######## ddr_port_arbiter ########
ddr_port_arbiter/port_nets.png
Drawn at 1 px/um.
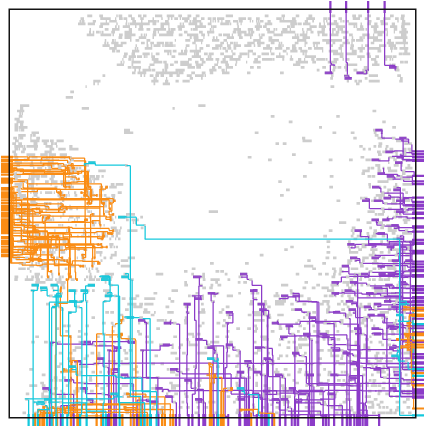
==> config.mk <==
export PLATFORM = sky130hd
export DESIGN_NAME = ddr_port_arbiter
export DESIGN_NICKNAME = d
export VERILOG_FILES = /design/src/rtl/ddr_port_arbiter.sv
export SDC_FILE = /design/constraint.sdc
export NUM_CORES = 1
export LEC_CHECK = 0
export ABC_AREA = 1
export CAP_MARGIN = 20
export CORE_AREA = 2 2 403 405
export CTS_CLUSTER_DIAMETER = 80
export DETAILED_ROUTE_END_ITERATION = 16
export DIE_AREA = 0 0 405 407
export HOLD_SLACK_MARGIN = 0.02
export PLACE_DENSITY_LB_ADDON = 0.25
export SKIP_LAST_GASP = 1
export SLEW_MARGIN = 10
export SYNTH_ARGS = -nofsm -noshare
export SYNTH_HDL_FRONTEND = slang
export SYNTH_SLANG_ARGS = --single-unit
export TNS_END_PERCENT = 100
==> constraint.sdc <==
create_clock -name clk -period 4.19 [get_ports clk]
set_input_delay 0.838 -clock clk [delete_from_list [all_inputs] [get_ports clk]]
set_output_delay 0.838 -clock clk [all_outputs]
set_load 0.1 [all_outputs]
==> src/rtl/ddr_port_arbiter.sv <==
// Purpose: round-robin arbiter sharing one DDR controller among four burst ports.
// Latency: arbitration to cmd_valid/gnt is 1 clk; ctrl_rd_valid to rd_valid is 1 clk.
// Backpressure: a port's req is held until gnt; no arbitration unless IDLE and ctrl_ready.
// Ports: req/req_we/req_addr/req_wdata in from the ports, gnt/rd_valid/rd_data back to them;
//        cmd_valid/cmd/cmd_addr/cmd_wdata to the controller, ctrl_ready/ctrl_rd_*/ctrl_wr_done from it;
//        busy while a transaction is outstanding, err is the sticky watchdog flag.
// Optional: define ARB_TIMEOUT_EN to enable the TIMEOUT-cycle completion watchdog.
module ddr_port_arbiter #(
    parameter int ADDR_W  = 24,
    parameter int ROW_LSB = 10,
    parameter int TIMEOUT = 255
) (
    input  logic                  clk,
    input  logic                  rst_n,
    input  logic [3:0]            req,
    input  logic [3:0]            req_we,
    input  logic [4*ADDR_W-1:0]   req_addr,
    input  logic [4*128-1:0]      req_wdata,
    output logic [3:0]            gnt,
    output logic [3:0]            rd_valid,
    output logic [127:0]          rd_data,
    output logic                  busy,
    output logic                  err,
    input  logic                  ctrl_ready,
    output logic                  cmd_valid,
    output logic [3:0]            cmd,
    output logic [ADDR_W-1:0]     cmd_addr,
    output logic [127:0]          cmd_wdata,
    input  logic                  ctrl_rd_valid,
    input  logic [127:0]          ctrl_rd_data,
    input  logic                  ctrl_wr_done
);

    localparam logic [3:0] CMD_RD     = 4'b0001;
    localparam logic [3:0] CMD_RD_PRE = 4'b0011;
    localparam logic [3:0] CMD_WR     = 4'b0010;
    localparam logic [3:0] CMD_WR_PRE = 4'b0100;

    typedef enum logic [1:0] {IDLE, ISSUE, WAIT_RD, WAIT_WR} state_t;

    state_t              state_q, state_d;
    logic [1:0]          rr_ptr_q, rr_ptr_d;
    logic [1:0]          owner_q, owner_d;
    logic                owner_we_q, owner_we_d;
    logic [3:0]          gnt_q, gnt_d;
    logic [3:0]          rd_valid_q, rd_valid_d;
    logic [127:0]        rd_data_q, rd_data_d;
    logic                cmd_valid_q, cmd_valid_d;
    logic [3:0]          cmd_q, cmd_d;
    logic [ADDR_W-1:0]   cmd_addr_q, cmd_addr_d;
    logic [127:0]        cmd_wdata_q, cmd_wdata_d;

    logic [ADDR_W-1:0]   addr_a  [4];
    logic [127:0]        wdata_a [4];
    logic                win_vld;
    logic [1:0]          win_idx;
    logic                row_hit;

    for (genvar p = 0; p < 4; p++) begin : g_unpack
        assign addr_a[p]  = req_addr[p*ADDR_W +: ADDR_W];
        assign wdata_a[p] = req_wdata[p*128 +: 128];
    end

    // Round-robin search starting just after the last winner.
    always_comb begin
        win_vld = 1'b0;
        win_idx = rr_ptr_q;
        for (int i = 1; i <= 4; i++) begin
            if (!win_vld && req[rr_ptr_q + 2'(i)]) begin
                win_vld = 1'b1;
                win_idx = rr_ptr_q + 2'(i);
            end
        end
    end

    // Keep the row open when another pending port targets the same bank+row.
    always_comb begin
        row_hit = 1'b0;
        for (int p = 0; p < 4; p++) begin
            if (2'(p) != win_idx && req[p] &&
                addr_a[p][ADDR_W-1:ROW_LSB] == addr_a[win_idx][ADDR_W-1:ROW_LSB])
                row_hit = 1'b1;
        end
    end

`ifdef ARB_TIMEOUT_EN
    localparam int CNT_W = $clog2(TIMEOUT + 1);
    logic [CNT_W-1:0] cnt_q, cnt_d;
    logic             err_q, err_d;
    logic             tmo_hit;
    // Fires on the TIMEOUT-th cycle spent waiting; err is visible the cycle after.
    assign tmo_hit = (cnt_q == CNT_W'(TIMEOUT - 1));
    assign err     = err_q;
`else
    logic [31:0] unused_timeout;
    assign unused_timeout = TIMEOUT;
    assign err            = 1'b0;
`endif

    always_comb begin
        state_d     = state_q;
        rr_ptr_d    = rr_ptr_q;
        owner_d     = owner_q;
        owner_we_d  = owner_we_q;
        gnt_d       = 4'b0000;
        rd_valid_d  = 4'b0000;
        rd_data_d   = rd_data_q;
        cmd_valid_d = 1'b0;
        cmd_d       = cmd_q;
        cmd_addr_d  = cmd_addr_q;
        cmd_wdata_d = cmd_wdata_q;
`ifdef ARB_TIMEOUT_EN
        cnt_d       = cnt_q;
        err_d       = err_q;
`endif
        case (state_q)
            IDLE: begin
                if (win_vld && ctrl_ready) begin
                    owner_d     = win_idx;
                    owner_we_d  = req_we[win_idx];
                    rr_ptr_d    = win_idx;
                    cmd_addr_d  = addr_a[win_idx];
                    cmd_wdata_d = wdata_a[win_idx];
                    if (req_we[win_idx]) cmd_d = row_hit ? CMD_WR : CMD_WR_PRE;
                    else                 cmd_d = row_hit ? CMD_RD : CMD_RD_PRE;
                    cmd_valid_d = 1'b1;
                    gnt_d       = 4'b0001 << win_idx;
                    state_d     = ISSUE;
                end
            end
            ISSUE: begin
                state_d = owner_we_q ? WAIT_WR : WAIT_RD;
`ifdef ARB_TIMEOUT_EN
                cnt_d   = '0;
`endif
            end
            WAIT_RD: begin
`ifdef ARB_TIMEOUT_EN
                cnt_d = cnt_q + 1'b1;
`endif
                if (ctrl_rd_valid) begin
                    rd_data_d  = ctrl_rd_data;
                    rd_valid_d = 4'b0001 << owner_q;
                    state_d    = IDLE;
                end
`ifdef ARB_TIMEOUT_EN
                else if (tmo_hit) begin
                    err_d   = 1'b1;
                    state_d = IDLE;
                end
`endif
            end
            WAIT_WR: begin
`ifdef ARB_TIMEOUT_EN
                cnt_d = cnt_q + 1'b1;
`endif
                if (ctrl_wr_done) begin
                    state_d = IDLE;
                end
`ifdef ARB_TIMEOUT_EN
                else if (tmo_hit) begin
                    err_d   = 1'b1;
                    state_d = IDLE;
                end
`endif
            end
            default: state_d = IDLE;
        endcase
    end

    always_ff @(posedge clk) begin
        if (!rst_n) begin
            state_q     <= IDLE;
            rr_ptr_q    <= 2'd3;
            owner_q     <= 2'd0;
            owner_we_q  <= 1'b0;
            gnt_q       <= 4'b0000;
            rd_valid_q  <= 4'b0000;
            rd_data_q   <= '0;
            cmd_valid_q <= 1'b0;
            cmd_q       <= 4'b0000;
            cmd_addr_q  <= '0;
            cmd_wdata_q <= '0;
`ifdef ARB_TIMEOUT_EN
            cnt_q       <= '0;
            err_q       <= 1'b0;
`endif
        end else begin
            state_q     <= state_d;
            rr_ptr_q    <= rr_ptr_d;
            owner_q     <= owner_d;
            owner_we_q  <= owner_we_d;
            gnt_q       <= gnt_d;
            rd_valid_q  <= rd_valid_d;
            rd_data_q   <= rd_data_d;
            cmd_valid_q <= cmd_valid_d;
            cmd_q       <= cmd_d;
            cmd_addr_q  <= cmd_addr_d;
            cmd_wdata_q <= cmd_wdata_d;
`ifdef ARB_TIMEOUT_EN
            cnt_q       <= cnt_d;
            err_q       <= err_d;
`endif
        end
    end

    assign gnt       = gnt_q;
    assign rd_valid  = rd_valid_q;
    assign rd_data   = rd_data_q;
    assign busy      = (state_q != IDLE);
    assign cmd_valid = cmd_valid_q;
    assign cmd       = cmd_q;
    assign cmd_addr  = cmd_addr_q;
    assign cmd_wdata = cmd_wdata_q;

endmodule
==> flow_metrics.tcl <==
# place-and-route summary
set metrics [dict create \
    r2r-start "rr_ptr_q[0]" \
    path_cells "clkdlybuf4s50_1 > nand2_1 > nand3_1 > nand2_1 > nand2_4 > nand2_4 > nand2_4 > nand2_4 > nand2_1 > nand2_2 > nand2_2 > nand2_2 > nand2_1 > nand2_1 > nor2_1 > nand2_1 > nor2_1 > nand2_1 > nand2_1 > nor2_1 > ha_1 > o21ai_0 > nor2_1" \
    die-width_um 405 \
    ctsHoldBuffers 0 \
    p_comb_mw 7.91 \
    grt_pass1_vias 18960 \
    grt_pass1_wl_um 197800 \
    arrival_ns 3.89 \
    cts_resized 0 \
    cap_violations 0 \
    slew_violations 0 \
    layout_top_cells "clkdlybuf4s50_1 (1019), nand2_1 (452), dfxtp_1 (299)" \
    routabilityCongestion 0.9853 \
    ys_area_um2 14600 \
    viasPerCell 3.800 \
    final_nets 3709 \
    drc 0 \
    grt.busiest_layer "met2" \
    crit_family "simple AND/OR/NAND/NOR gates" \
    max_stage_delay_ns 0.59 \
    status "finished clean" \
    fin_crit_sh_pct 80.50 \
    hold_start "rd_data[113]" \
    total_power_mw 15.83 \
    largest_class "non-clock buffers" \
    edf_count 0 \
    n_sequential_cell 299 \
    fin_setup_tns_ns 0 \
    rsz0062_at_grt "no" \
    hp-class "reg -> reg" \
]
Notes on ddr_port_arbiter/port_nets.png above:
port	color	bits	direction	edge	end cells	buffers	wire
req_addr	orange	96	input	54 west, 30 south, 12 east	138	96	7320 um
cmd_wdata	purple	128	output	62 east, 62 south, 4 north	128	128	9840 um
cmd_addr	cyan	24	output	20 south, 4 east	24	24	3290 um


######## eda_region_ctrl_flat ########
eda_region_ctrl_flat/clock_map.png
Drawn at 4 px/um.
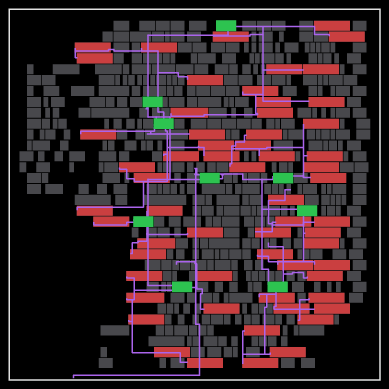
eda_region_ctrl_flat/final_clocks.png
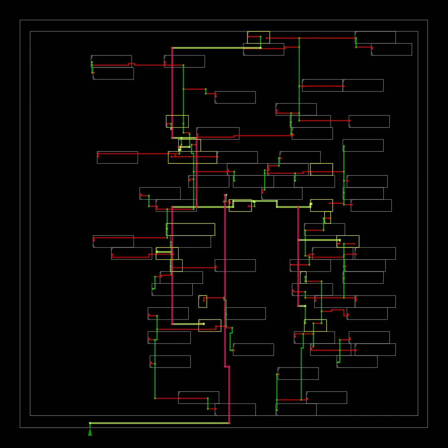
eda_region_ctrl_flat/met3.png
Drawn at 4 px/um. Cells faint in the background.
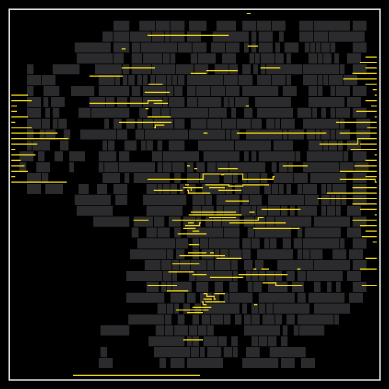
**config.mk**
```make
export PLATFORM = sky130hd
export DESIGN_NAME = eda_region_ctrl_flat
export DESIGN_NICKNAME = d
export VERILOG_FILES = /design/src/rtl/eda_region_pkg.sv /design/src/rtl/eda_region_ctrl_if.sv /design/src/rtl/eda_fifo_arbiter.sv /design/src/rtl/eda_region_ctrl.sv /design/src/flat_wrapper.sv
export SDC_FILE = /design/constraint.sdc
export NUM_CORES = 1
export LEC_CHECK = 0
export ABC_AREA = 0
export CAP_MARGIN = 20
export CORE_MARGIN = 2
export CORE_UTILIZATION = 43
export DETAILED_ROUTE_END_ITERATION = 10
export GPL_TIMING_DRIVEN = 0
export PLACE_DENSITY = 0.87
export SYNTH_ARGS = -nofsm -noshare
export SYNTH_HDL_FRONTEND = slang
export SYNTH_SLANG_ARGS = --single-unit
export TNS_END_PERCENT = 5
```
**constraint.sdc**
```tcl
create_clock -name clk -period 1.9 [get_ports clk]
set_clock_uncertainty 0.15 [all_clocks]
set_input_delay 0.38 -clock clk [delete_from_list [all_inputs] [get_ports clk]]
set_output_delay 0.38 -clock clk [all_outputs]
set_load 0.01 [all_outputs]
```
**src/rtl/eda_region_pkg.sv**
```systemverilog
// Shared types for the regional-maximum flood-fill sequencer: FSM state
// encoding, address/size width derivations and the read-latency bound.
package eda_region_pkg;

  localparam int RD_LATENCY_MAX = 7;
  localparam int WAIT_CNT_W     = 3;

  typedef enum logic [2:0] {
    ST_IDLE   = 3'd0,
    ST_SEED   = 3'd1,
    ST_WAIT   = 3'd2,
    ST_EVAL   = 3'd3,
    ST_EXTEND = 3'd4,
    ST_DONE   = 3'd5
  } state_e;

  function automatic int addr_width(input int i_w, input int j_w);
    return i_w + j_w;
  endfunction

  function automatic int size_width(input int addr_w);
    return addr_w + 1;
  endfunction

endpackage

```
**src/rtl/eda_region_ctrl_if.sv**
```systemverilog
// Bundle between the flood-fill sequencer (master) and the evaluator,
// neighbour FIFOs and pixel/label RAMs (slave).
interface eda_region_ctrl_if
  import eda_region_pkg::*;
#(
  parameter int I_WIDTH    = 8,
  parameter int J_WIDTH    = 8,
  parameter int NUM_FIFO   = 8,
  parameter int ADDR_WIDTH = addr_width(I_WIDTH, J_WIDTH),
  parameter int SIZE_WIDTH = size_width(ADDR_WIDTH)
);
  logic                  start;
  logic                  abort;
  logic                  stall;
  logic                  iterated_all;
  logic [NUM_FIFO-1:0]   fifo_empty;
  logic [NUM_FIFO-1:0]   push_positions;
  logic [ADDR_WIDTH-1:0] data_out;
  logic [I_WIDTH-1:0]    next_row;
  logic [J_WIDTH-1:0]    next_col;

  logic                  new_pixel;
  logic [ADDR_WIDTH-1:0] center_addr;
  logic [NUM_FIFO-1:0]   read_en;
  logic                  clear;
  logic                  update_strb;
  logic                  region_end;
  logic [SIZE_WIDTH-1:0] region_size;
  logic                  busy;
  logic                  done;

  modport master (
    input  start, abort, stall, iterated_all, fifo_empty, push_positions,
           data_out, next_row, next_col,
    output new_pixel, center_addr, read_en, clear, update_strb, region_end,
           region_size, busy, done
  );

  modport slave (
    output start, abort, stall, iterated_all, fifo_empty, push_positions,
           data_out, next_row, next_col,
    input  new_pixel, center_addr, read_en, clear, update_strb, region_end,
           region_size, busy, done
  );
endinterface

```
**src/rtl/eda_fifo_arbiter.sv**
```systemverilog
// Neighbour-FIFO pop arbiter. Fixed priority (highest index wins) by default;
// EDA_REGION_CTRL_RR_ARB_EN selects round-robin starting after the last grant.
module eda_fifo_arbiter
  import eda_region_pkg::*;
#(
  parameter int NUM_FIFO = 8
) (
  input  logic                clk,
  input  logic                reset_n,
  input  logic [NUM_FIFO-1:0] req_i,
  input  logic                adv_i,
  output logic [NUM_FIFO-1:0] gnt_o
);

`ifdef EDA_REGION_CTRL_RR_ARB_EN
  localparam int PTR_W = (NUM_FIFO > 1) ? $clog2(NUM_FIFO) : 1;

  logic [PTR_W-1:0] ptr_q, ptr_d;
  logic [PTR_W-1:0] idx;

  // Scan from the far end back toward ptr+1 so the nearest requester wins.
  always_comb begin
    gnt_o = '0;
    ptr_d = ptr_q;
    idx   = '0;
    for (int k = NUM_FIFO; k >= 1; k--) begin
      idx = PTR_W'((int'(ptr_q) + k) % NUM_FIFO);
      if (req_i[idx]) begin
        gnt_o      = '0;
        gnt_o[idx] = 1'b1;
        if (adv_i) ptr_d = idx;
      end
    end
  end

  always_ff @(posedge clk or negedge reset_n) begin
    if (!reset_n) ptr_q <= '0;
    else          ptr_q <= ptr_d;
  end
`else
  always_comb begin
    gnt_o = '0;
    for (int k = 0; k < NUM_FIFO; k++) begin
      if (req_i[k]) begin
        gnt_o    = '0;
        gnt_o[k] = 1'b1;
      end
    end
  end

  logic unused_rr;
  assign unused_rr = clk ^ reset_n ^ adv_i;
`endif

endmodule

```
**src/rtl/eda_region_ctrl.sv**
```systemverilog
// Flood-fill sequencer: raster seeding, neighbour-FIFO draining, region sizing.
// Arbitration is fixed priority unless EDA_REGION_CTRL_RR_ARB_EN is defined.
module eda_region_ctrl
  import eda_region_pkg::*;
#(
  parameter int PIXEL_WIDTH = 8,
  parameter int I_WIDTH     = 8,
  parameter int J_WIDTH     = 8,
  parameter int ADDR_WIDTH  = addr_width(I_WIDTH, J_WIDTH),
  parameter int NUM_FIFO    = 8,
  parameter int RD_LATENCY  = 1,
  parameter int SIZE_WIDTH  = size_width(ADDR_WIDTH)
) (
  input logic               clk,
  input logic               reset_n,
  eda_region_ctrl_if.master bus
);

  localparam logic [WAIT_CNT_W-1:0] WAIT_LOAD =
    WAIT_CNT_W'((RD_LATENCY > RD_LATENCY_MAX) ? RD_LATENCY_MAX : RD_LATENCY);

  function automatic logic [SIZE_WIDTH-1:0] sat_inc(input logic [SIZE_WIDTH-1:0] v);
    return (&v) ? v : v + 1'b1;
  endfunction

  state_e                state_q, state_d;
  logic [WAIT_CNT_W-1:0] wait_q, wait_d;
  logic [SIZE_WIDTH-1:0] size_q, size_d;
  logic [SIZE_WIDTH-1:0] rsize_q, rsize_d;
  logic [ADDR_WIDTH-1:0] center_q, center_d;
  logic                  new_pixel_q, new_pixel_d;
  logic                  clear_q, clear_d;
  logic                  update_q, update_d;
  logic                  rend_q, rend_d;
  logic [NUM_FIFO-1:0]   gnt;
  logic [NUM_FIFO-1:0]   read_en;
  logic                  all_empty;
  logic                  unused_cfg;

  assign unused_cfg = PIXEL_WIDTH[0];
  assign all_empty  = &bus.fifo_empty;

  eda_fifo_arbiter #(.NUM_FIFO(NUM_FIFO)) u_arb (
    .clk     (clk),
    .reset_n (reset_n),
    .req_i   (~bus.fifo_empty),
    .adv_i   (|read_en),
    .gnt_o   (gnt)
  );

  always_comb begin
    state_d     = state_q;
    wait_d      = wait_q;
    size_d      = size_q;
    rsize_d     = rsize_q;
    center_d    = center_q;
    new_pixel_d = 1'b0;
    clear_d     = 1'b0;
    update_d    = 1'b0;
    rend_d      = 1'b0;
    read_en     = '0;
    if (bus.abort) begin
      state_d = ST_IDLE;
      clear_d = 1'b1;
      size_d  = '0;
      wait_d  = '0;
    end else if (!bus.stall) begin
      unique case (state_q)
        ST_IDLE, ST_DONE: begin
          if (bus.start) begin
            clear_d = 1'b1;
            state_d = ST_SEED;
          end
        end
        ST_SEED: begin
          if (bus.iterated_all) begin
            state_d = ST_DONE;
          end else begin
            center_d    = {bus.next_row, bus.next_col};
            new_pixel_d = 1'b1;
            update_d    = 1'b1;
            size_d      = '0;
            wait_d      = WAIT_LOAD;
            state_d     = ST_WAIT;
          end
        end
        // The extra count-to-zero cycle covers the RAM's address register.
        ST_WAIT: begin
          if (wait_q == '0) state_d = ST_EVAL;
          else              wait_d  = wait_q - 1'b1;
        end
        ST_EVAL: begin
          size_d = sat_inc(size_q);
          if (!(|bus.push_positions) && all_empty) begin
            rend_d  = 1'b1;
            rsize_d = sat_inc(size_q);
            state_d = ST_SEED;
          end else begin
            state_d = ST_EXTEND;
          end
        end
        ST_EXTEND: begin
          if (all_empty) begin
            rend_d  = 1'b1;
            rsize_d = size_q;
            state_d = ST_SEED;
          end else begin
            read_en     = gnt;
            center_d    = bus.data_out;
            new_pixel_d = 1'b1;
            wait_d      = WAIT_LOAD;
            state_d     = ST_WAIT;
          end
        end
        default: state_d = ST_IDLE;
      endcase
    end
  end

  always_ff @(posedge clk or negedge reset_n) begin
    if (!reset_n) begin
      state_q     <= ST_IDLE;
      wait_q      <= '0;
      size_q      <= '0;
      rsize_q     <= '0;
      center_q    <= '0;
      new_pixel_q <= 1'b0;
      clear_q     <= 1'b0;
      update_q    <= 1'b0;
      rend_q      <= 1'b0;
    end else begin
      state_q     <= state_d;
      wait_q      <= wait_d;
      size_q      <= size_d;
      rsize_q     <= rsize_d;
      center_q    <= center_d;
      new_pixel_q <= new_pixel_d;
      clear_q     <= clear_d;
      update_q    <= update_d;
      rend_q      <= rend_d;
    end
  end

  assign bus.new_pixel   = new_pixel_q;
  assign bus.center_addr = center_q;
  assign bus.read_en     = read_en;
  assign bus.clear       = clear_q;
  assign bus.update_strb = update_q;
  assign bus.region_end  = rend_q;
  assign bus.region_size = rsize_q;
  assign bus.busy        = (state_q != ST_IDLE) && (state_q != ST_DONE);
  assign bus.done        = (state_q == ST_DONE);

endmodule
```
**src/flat_wrapper.sv**
```systemverilog
// flat-port wrapper written by rule: the top's interface ports become plain ports
module eda_region_ctrl_flat import eda_region_pkg::*;
#(
  parameter int PIXEL_WIDTH = 8,
  parameter int I_WIDTH     = 8,
  parameter int J_WIDTH     = 8,
  parameter int ADDR_WIDTH  = addr_width(I_WIDTH, J_WIDTH),
  parameter int NUM_FIFO    = 8,
  parameter int RD_LATENCY  = 1,
  parameter int SIZE_WIDTH  = size_width(ADDR_WIDTH)
)
  (clk, reset_n, bus_start, bus_abort, bus_stall, bus_iterated_all, bus_fifo_empty, bus_push_positions, bus_data_out, bus_next_row, bus_next_col, bus_new_pixel, bus_center_addr, bus_read_en, bus_clear, bus_update_strb, bus_region_end, bus_region_size, bus_busy, bus_done);
  eda_region_ctrl_if #(.I_WIDTH(I_WIDTH), .J_WIDTH(J_WIDTH), .NUM_FIFO(NUM_FIFO), .ADDR_WIDTH(ADDR_WIDTH), .SIZE_WIDTH(SIZE_WIDTH)) bus_i ();
  input logic clk;
  input logic reset_n;
  input wire logic [$bits(bus_i.start)-1:0] bus_start;
  input wire logic [$bits(bus_i.abort)-1:0] bus_abort;
  input wire logic [$bits(bus_i.stall)-1:0] bus_stall;
  input wire logic [$bits(bus_i.iterated_all)-1:0] bus_iterated_all;
  input wire logic [$bits(bus_i.fifo_empty)-1:0] bus_fifo_empty;
  input wire logic [$bits(bus_i.push_positions)-1:0] bus_push_positions;
  input wire logic [$bits(bus_i.data_out)-1:0] bus_data_out;
  input wire logic [$bits(bus_i.next_row)-1:0] bus_next_row;
  input wire logic [$bits(bus_i.next_col)-1:0] bus_next_col;
  output wire logic [$bits(bus_i.new_pixel)-1:0] bus_new_pixel;
  output wire logic [$bits(bus_i.center_addr)-1:0] bus_center_addr;
  output wire logic [$bits(bus_i.read_en)-1:0] bus_read_en;
  output wire logic [$bits(bus_i.clear)-1:0] bus_clear;
  output wire logic [$bits(bus_i.update_strb)-1:0] bus_update_strb;
  output wire logic [$bits(bus_i.region_end)-1:0] bus_region_end;
  output wire logic [$bits(bus_i.region_size)-1:0] bus_region_size;
  output wire logic [$bits(bus_i.busy)-1:0] bus_busy;
  output wire logic [$bits(bus_i.done)-1:0] bus_done;
  assign bus_i.start = bus_start;
  assign bus_i.abort = bus_abort;
  assign bus_i.stall = bus_stall;
  assign bus_i.iterated_all = bus_iterated_all;
  assign bus_i.fifo_empty = bus_fifo_empty;
  assign bus_i.push_positions = bus_push_positions;
  assign bus_i.data_out = bus_data_out;
  assign bus_i.next_row = bus_next_row;
  assign bus_i.next_col = bus_next_col;
  assign bus_new_pixel = bus_i.new_pixel;
  assign bus_center_addr = bus_i.center_addr;
  assign bus_read_en = bus_i.read_en;
  assign bus_clear = bus_i.clear;
  assign bus_update_strb = bus_i.update_strb;
  assign bus_region_end = bus_i.region_end;
  assign bus_region_size = bus_i.region_size;
  assign bus_busy = bus_i.busy;
  assign bus_done = bus_i.done;
  eda_region_ctrl #(.PIXEL_WIDTH(PIXEL_WIDTH), .I_WIDTH(I_WIDTH), .J_WIDTH(J_WIDTH), .ADDR_WIDTH(ADDR_WIDTH), .NUM_FIFO(NUM_FIFO), .RD_LATENCY(RD_LATENCY), .SIZE_WIDTH(SIZE_WIDTH)) u_core (.clk(clk), .reset_n(reset_n), .bus(bus_i));
endmodule
```
==> flow_metrics.tcl <==
# place-and-route summary
set metrics [dict create \
    cts_tree "built" \
    status "complete, but fails checks" \
    clockPowerShare_pct 31.1 \
    place_hpwl_um 7039 \
    fin_crit_sh_pct 129.3 \
    taps 102 \
    setup_viol 63 \
    drive_above_1_share_pct 20.04 \
    hold_end "u_core.wait_q[1]" \
    arrival_ns 1.93 \
    viasPerCell 5.855 \
    routabilityCongestion 0.8798 \
    slew_violations 0 \
    mux_share_pct 1.305 \
    io_pins 101 \
    fin_ws_ns -0.5562 \
    warning_count 30 \
    dr.max_layer_used "met4" \
    vdd_drop_max_mv 0.3395 \
    violations "setup timing" \
    cts_buffer_depth 2 \
    dr.pass1.iters 5 \
    layout_top_cells "clkdlybuf4s50_1 (87), dfrtp_1 (57), nand2_1 (50)" \
    final_util_pct 65.51 \
]
About eda_region_ctrl_flat/clock_map.png:
[cells driving clock nets] green | count: 9
[flip-flops] red | count: 60
[clock wires] purple | length: 865 um
routed clock nets	10

About eda_region_ctrl_flat/final_clocks.png:
flop count: 60
CTS sink count: 60
CTS Buf Count: 9

About eda_region_ctrl_flat/met3.png:
wire length on this layer	749 um
nets with wire on the layer	107
longest straight run	31.5 um
main direction	horizontal
share of all routed wire	7.2%


######## seq_multiplier ########
seq_multiplier/met3.png
Drawn at 1.5 px/um. Cells faint in the background.
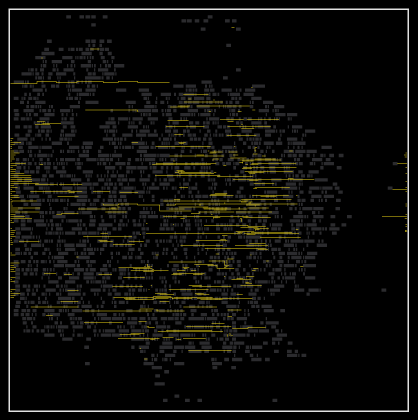
seq_multiplier/port_nets.png
Drawn at 2 px/um.
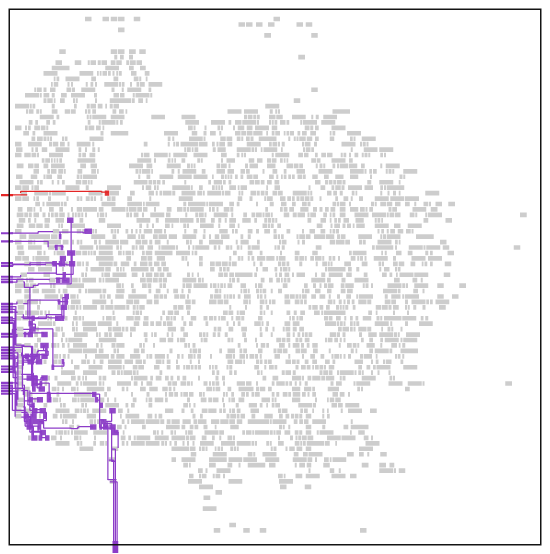
$ cat src/rtl/seq_multiplier.sv
// Iterative shift-add multiplier for signed or unsigned operands. It produces a 2*WIDTH-bit product with a one-cycle out_en strobe.
// Optional build macro MULT_EARLY_TERM_EN: stop as soon as the remaining multiplier bits are zero.
module seq_multiplier #(
  parameter int WIDTH = 32
) (
  input  logic             clk,
  input  logic             rst_n,
  input  logic             in_en,
  input  logic             sgn,
  input  logic [WIDTH-1:0] a,
  input  logic [WIDTH-1:0] b,
  output logic             busy,
  output logic             out_en,
  output logic [WIDTH-1:0] p_hi,
  output logic [WIDTH-1:0] p_lo
);

  localparam int CW = $clog2(WIDTH) + 1;
  localparam logic [CW-1:0] LAST_CNT = CW'(WIDTH - 1);

  typedef enum logic [1:0] {
    IDLE = 2'd0,
    RUN  = 2'd1,
    DONE = 2'd2
  } state_t;

  state_t               state_q, state_d;
  logic [2*WIDTH-1:0]   mcand_q, mcand_d;
  logic [2*WIDTH-1:0]   acc_q, acc_d;
  logic [WIDTH-1:0]     mplier_q, mplier_d;
  logic [CW-1:0]        cnt_q, cnt_d;
  logic                 neg_q, neg_d;
  logic [WIDTH-1:0]     p_hi_q, p_hi_d;
  logic [WIDTH-1:0]     p_lo_q, p_lo_d;

  logic [WIDTH-1:0]     a_mag, b_mag;
  logic [2*WIDTH-1:0]   acc_nxt, prod;
  logic                 start, last_iter;

  // Magnitudes are taken as unsigned, so the most negative value maps cleanly to 2^(WIDTH-1).
  assign a_mag   = (sgn && a[WIDTH-1]) ? (~a + WIDTH'(1)) : a;
  assign b_mag   = (sgn && b[WIDTH-1]) ? (~b + WIDTH'(1)) : b;
  assign start   = in_en && (state_q != RUN);
  assign acc_nxt = acc_q + (mplier_q[0] ? mcand_q : '0);
  assign prod    = neg_q ? (~acc_nxt + (2*WIDTH)'(1)) : acc_nxt;

`ifdef MULT_EARLY_TERM_EN
  assign last_iter = (cnt_q == LAST_CNT) || (mplier_q[WIDTH-1:1] == '0);
`else
  assign last_iter = (cnt_q == LAST_CNT);
`endif

  always_ff @(posedge clk) begin
    if (!rst_n) begin
      state_q  <= IDLE;
      mcand_q  <= '0;
      acc_q    <= '0;
      mplier_q <= '0;
      cnt_q    <= '0;
      neg_q    <= 1'b0;
      p_hi_q   <= '0;
      p_lo_q   <= '0;
    end else begin
      state_q  <= state_d;
      mcand_q  <= mcand_d;
      acc_q    <= acc_d;
      mplier_q <= mplier_d;
      cnt_q    <= cnt_d;
      neg_q    <= neg_d;
      p_hi_q   <= p_hi_d;
      p_lo_q   <= p_lo_d;
    end
  end

  always_comb begin
    state_d = state_q;
    case (state_q)
      IDLE:    if (in_en) state_d = RUN;
      RUN:     if (last_iter) state_d = DONE;
      DONE:    state_d = in_en ? RUN : IDLE;
      default: state_d = IDLE;
    endcase
  end

  always_comb begin
    mcand_d  = mcand_q;
    acc_d    = acc_q;
    mplier_d = mplier_q;
    cnt_d    = cnt_q;
    neg_d    = neg_q;
    p_hi_d   = p_hi_q;
    p_lo_d   = p_lo_q;
    if (start) begin
      mcand_d  = {{WIDTH{1'b0}}, a_mag};
      mplier_d = b_mag;
      acc_d    = '0;
      cnt_d    = '0;
      neg_d    = sgn && (a[WIDTH-1] ^ b[WIDTH-1]);
    end else if (state_q == RUN) begin
      acc_d    = acc_nxt;
      mcand_d  = mcand_q << 1;
      mplier_d = mplier_q >> 1;
      cnt_d    = cnt_q + CW'(1);
      if (last_iter) begin
        p_hi_d = prod[2*WIDTH-1:WIDTH];
        p_lo_d = prod[WIDTH-1:0];
      end
    end
  end

  always_comb begin
    busy   = (state_q == RUN);
    out_en = (state_q == DONE);
    p_hi   = p_hi_q;
    p_lo   = p_lo_q;
  end

endmodule
$ cat config.mk
export PLATFORM = sky130hd
export DESIGN_NAME = seq_multiplier
export DESIGN_NICKNAME = d
export VERILOG_FILES = /design/src/rtl/seq_multiplier.sv
export SDC_FILE = /design/constraint.sdc
export NUM_CORES = 1
export LEC_CHECK = 0
export ABC_CLOCK_PERIOD_IN_PS = 6000
export CAP_MARGIN = 5
export CORE_AREA = 2 2 263 265
export DETAILED_ROUTE_END_ITERATION = 16
export DIE_AREA = 0 0 265 267
export SLEW_MARGIN = 20
export SYNTH_ARGS = -nofsm -noshare
export SYNTH_HDL_FRONTEND = slang
export SYNTH_SLANG_ARGS = --single-unit
$ cat constraint.sdc
create_clock -name clk -period 6 [get_ports clk]
set_clock_uncertainty 0.15 [all_clocks]
set_input_delay 1.2 -clock clk [delete_from_list [all_inputs] [get_ports clk]]
set_output_delay 1.2 -clock clk [all_outputs]
set_load 0.02 [all_outputs]
==> flow_metrics.tcl <==
# place-and-route summary
set metrics [dict create \
    dpl_worst_slack_ns 0.6492 \
    clockPowerShare_pct 44.1 \
    status "finished clean" \
    vias 17100 \
    syn_inst 2327 \
    ys_sh_xor_pct 7.205 \
    routabilityCongestion 0.9554 \
    logic_area_um2 11430 \
    edf_count 0 \
    whs_ns 0.3094 \
    globalRouteMet1Util_pct 23.29 \
    relSlewSlack_pct 32.12 \
    critPathLaunch "mplier_q[0]" \
    hold_start "mplier_q[31]" \
    grt.busiest_layer "met2" \
    ys_seq_share_pct 27.80 \
    hold_end "mplier_q[31]" \
    drc 0 \
    clock_latency_ns 0.59 \
]
About seq_multiplier/met3.png:
nets with wire on the layer	251
share of all routed wire	6.2%

About seq_multiplier/port_nets.png:
port	color	bits	direction	edge	end cells	buffers	wire
out_en	red	1	output	west	1	1	53.4 um
a	purple	32	input	29 west, 3 south	76	32	1340 um



## Gallery

Placement by cell class.
shot_01.png
Drawn at 1 px/um.
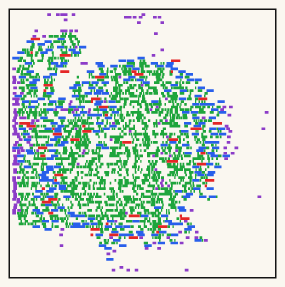
shot_02.png
Drawn at 3 px/um.
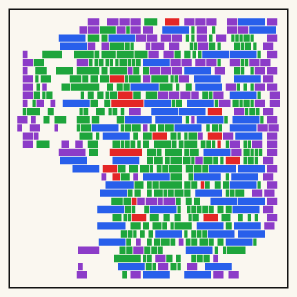
shot_03.png
Drawn at 1 px/um.
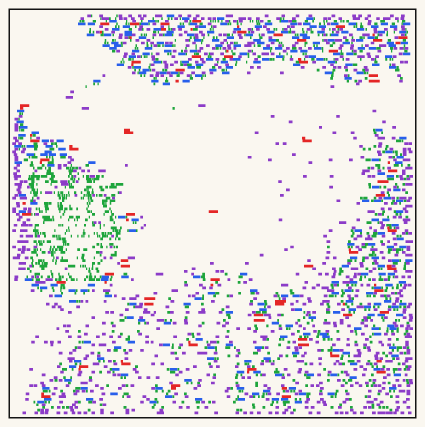
| picture | from |
|---|---|
| shot_01.png | seq_multiplier |
| shot_03.png | ddr_port_arbiter |
| shot_02.png | eda_region_ctrl_flat |
- fewest sequential cells: shot_02.png
- highest utilization: shot_02.png

Key to shot_02.png:
class	color	cells
all other logic	green	297
other buffers and delay cells	purple	131
flops	blue	60
clock drivers and dummy loads	red	16

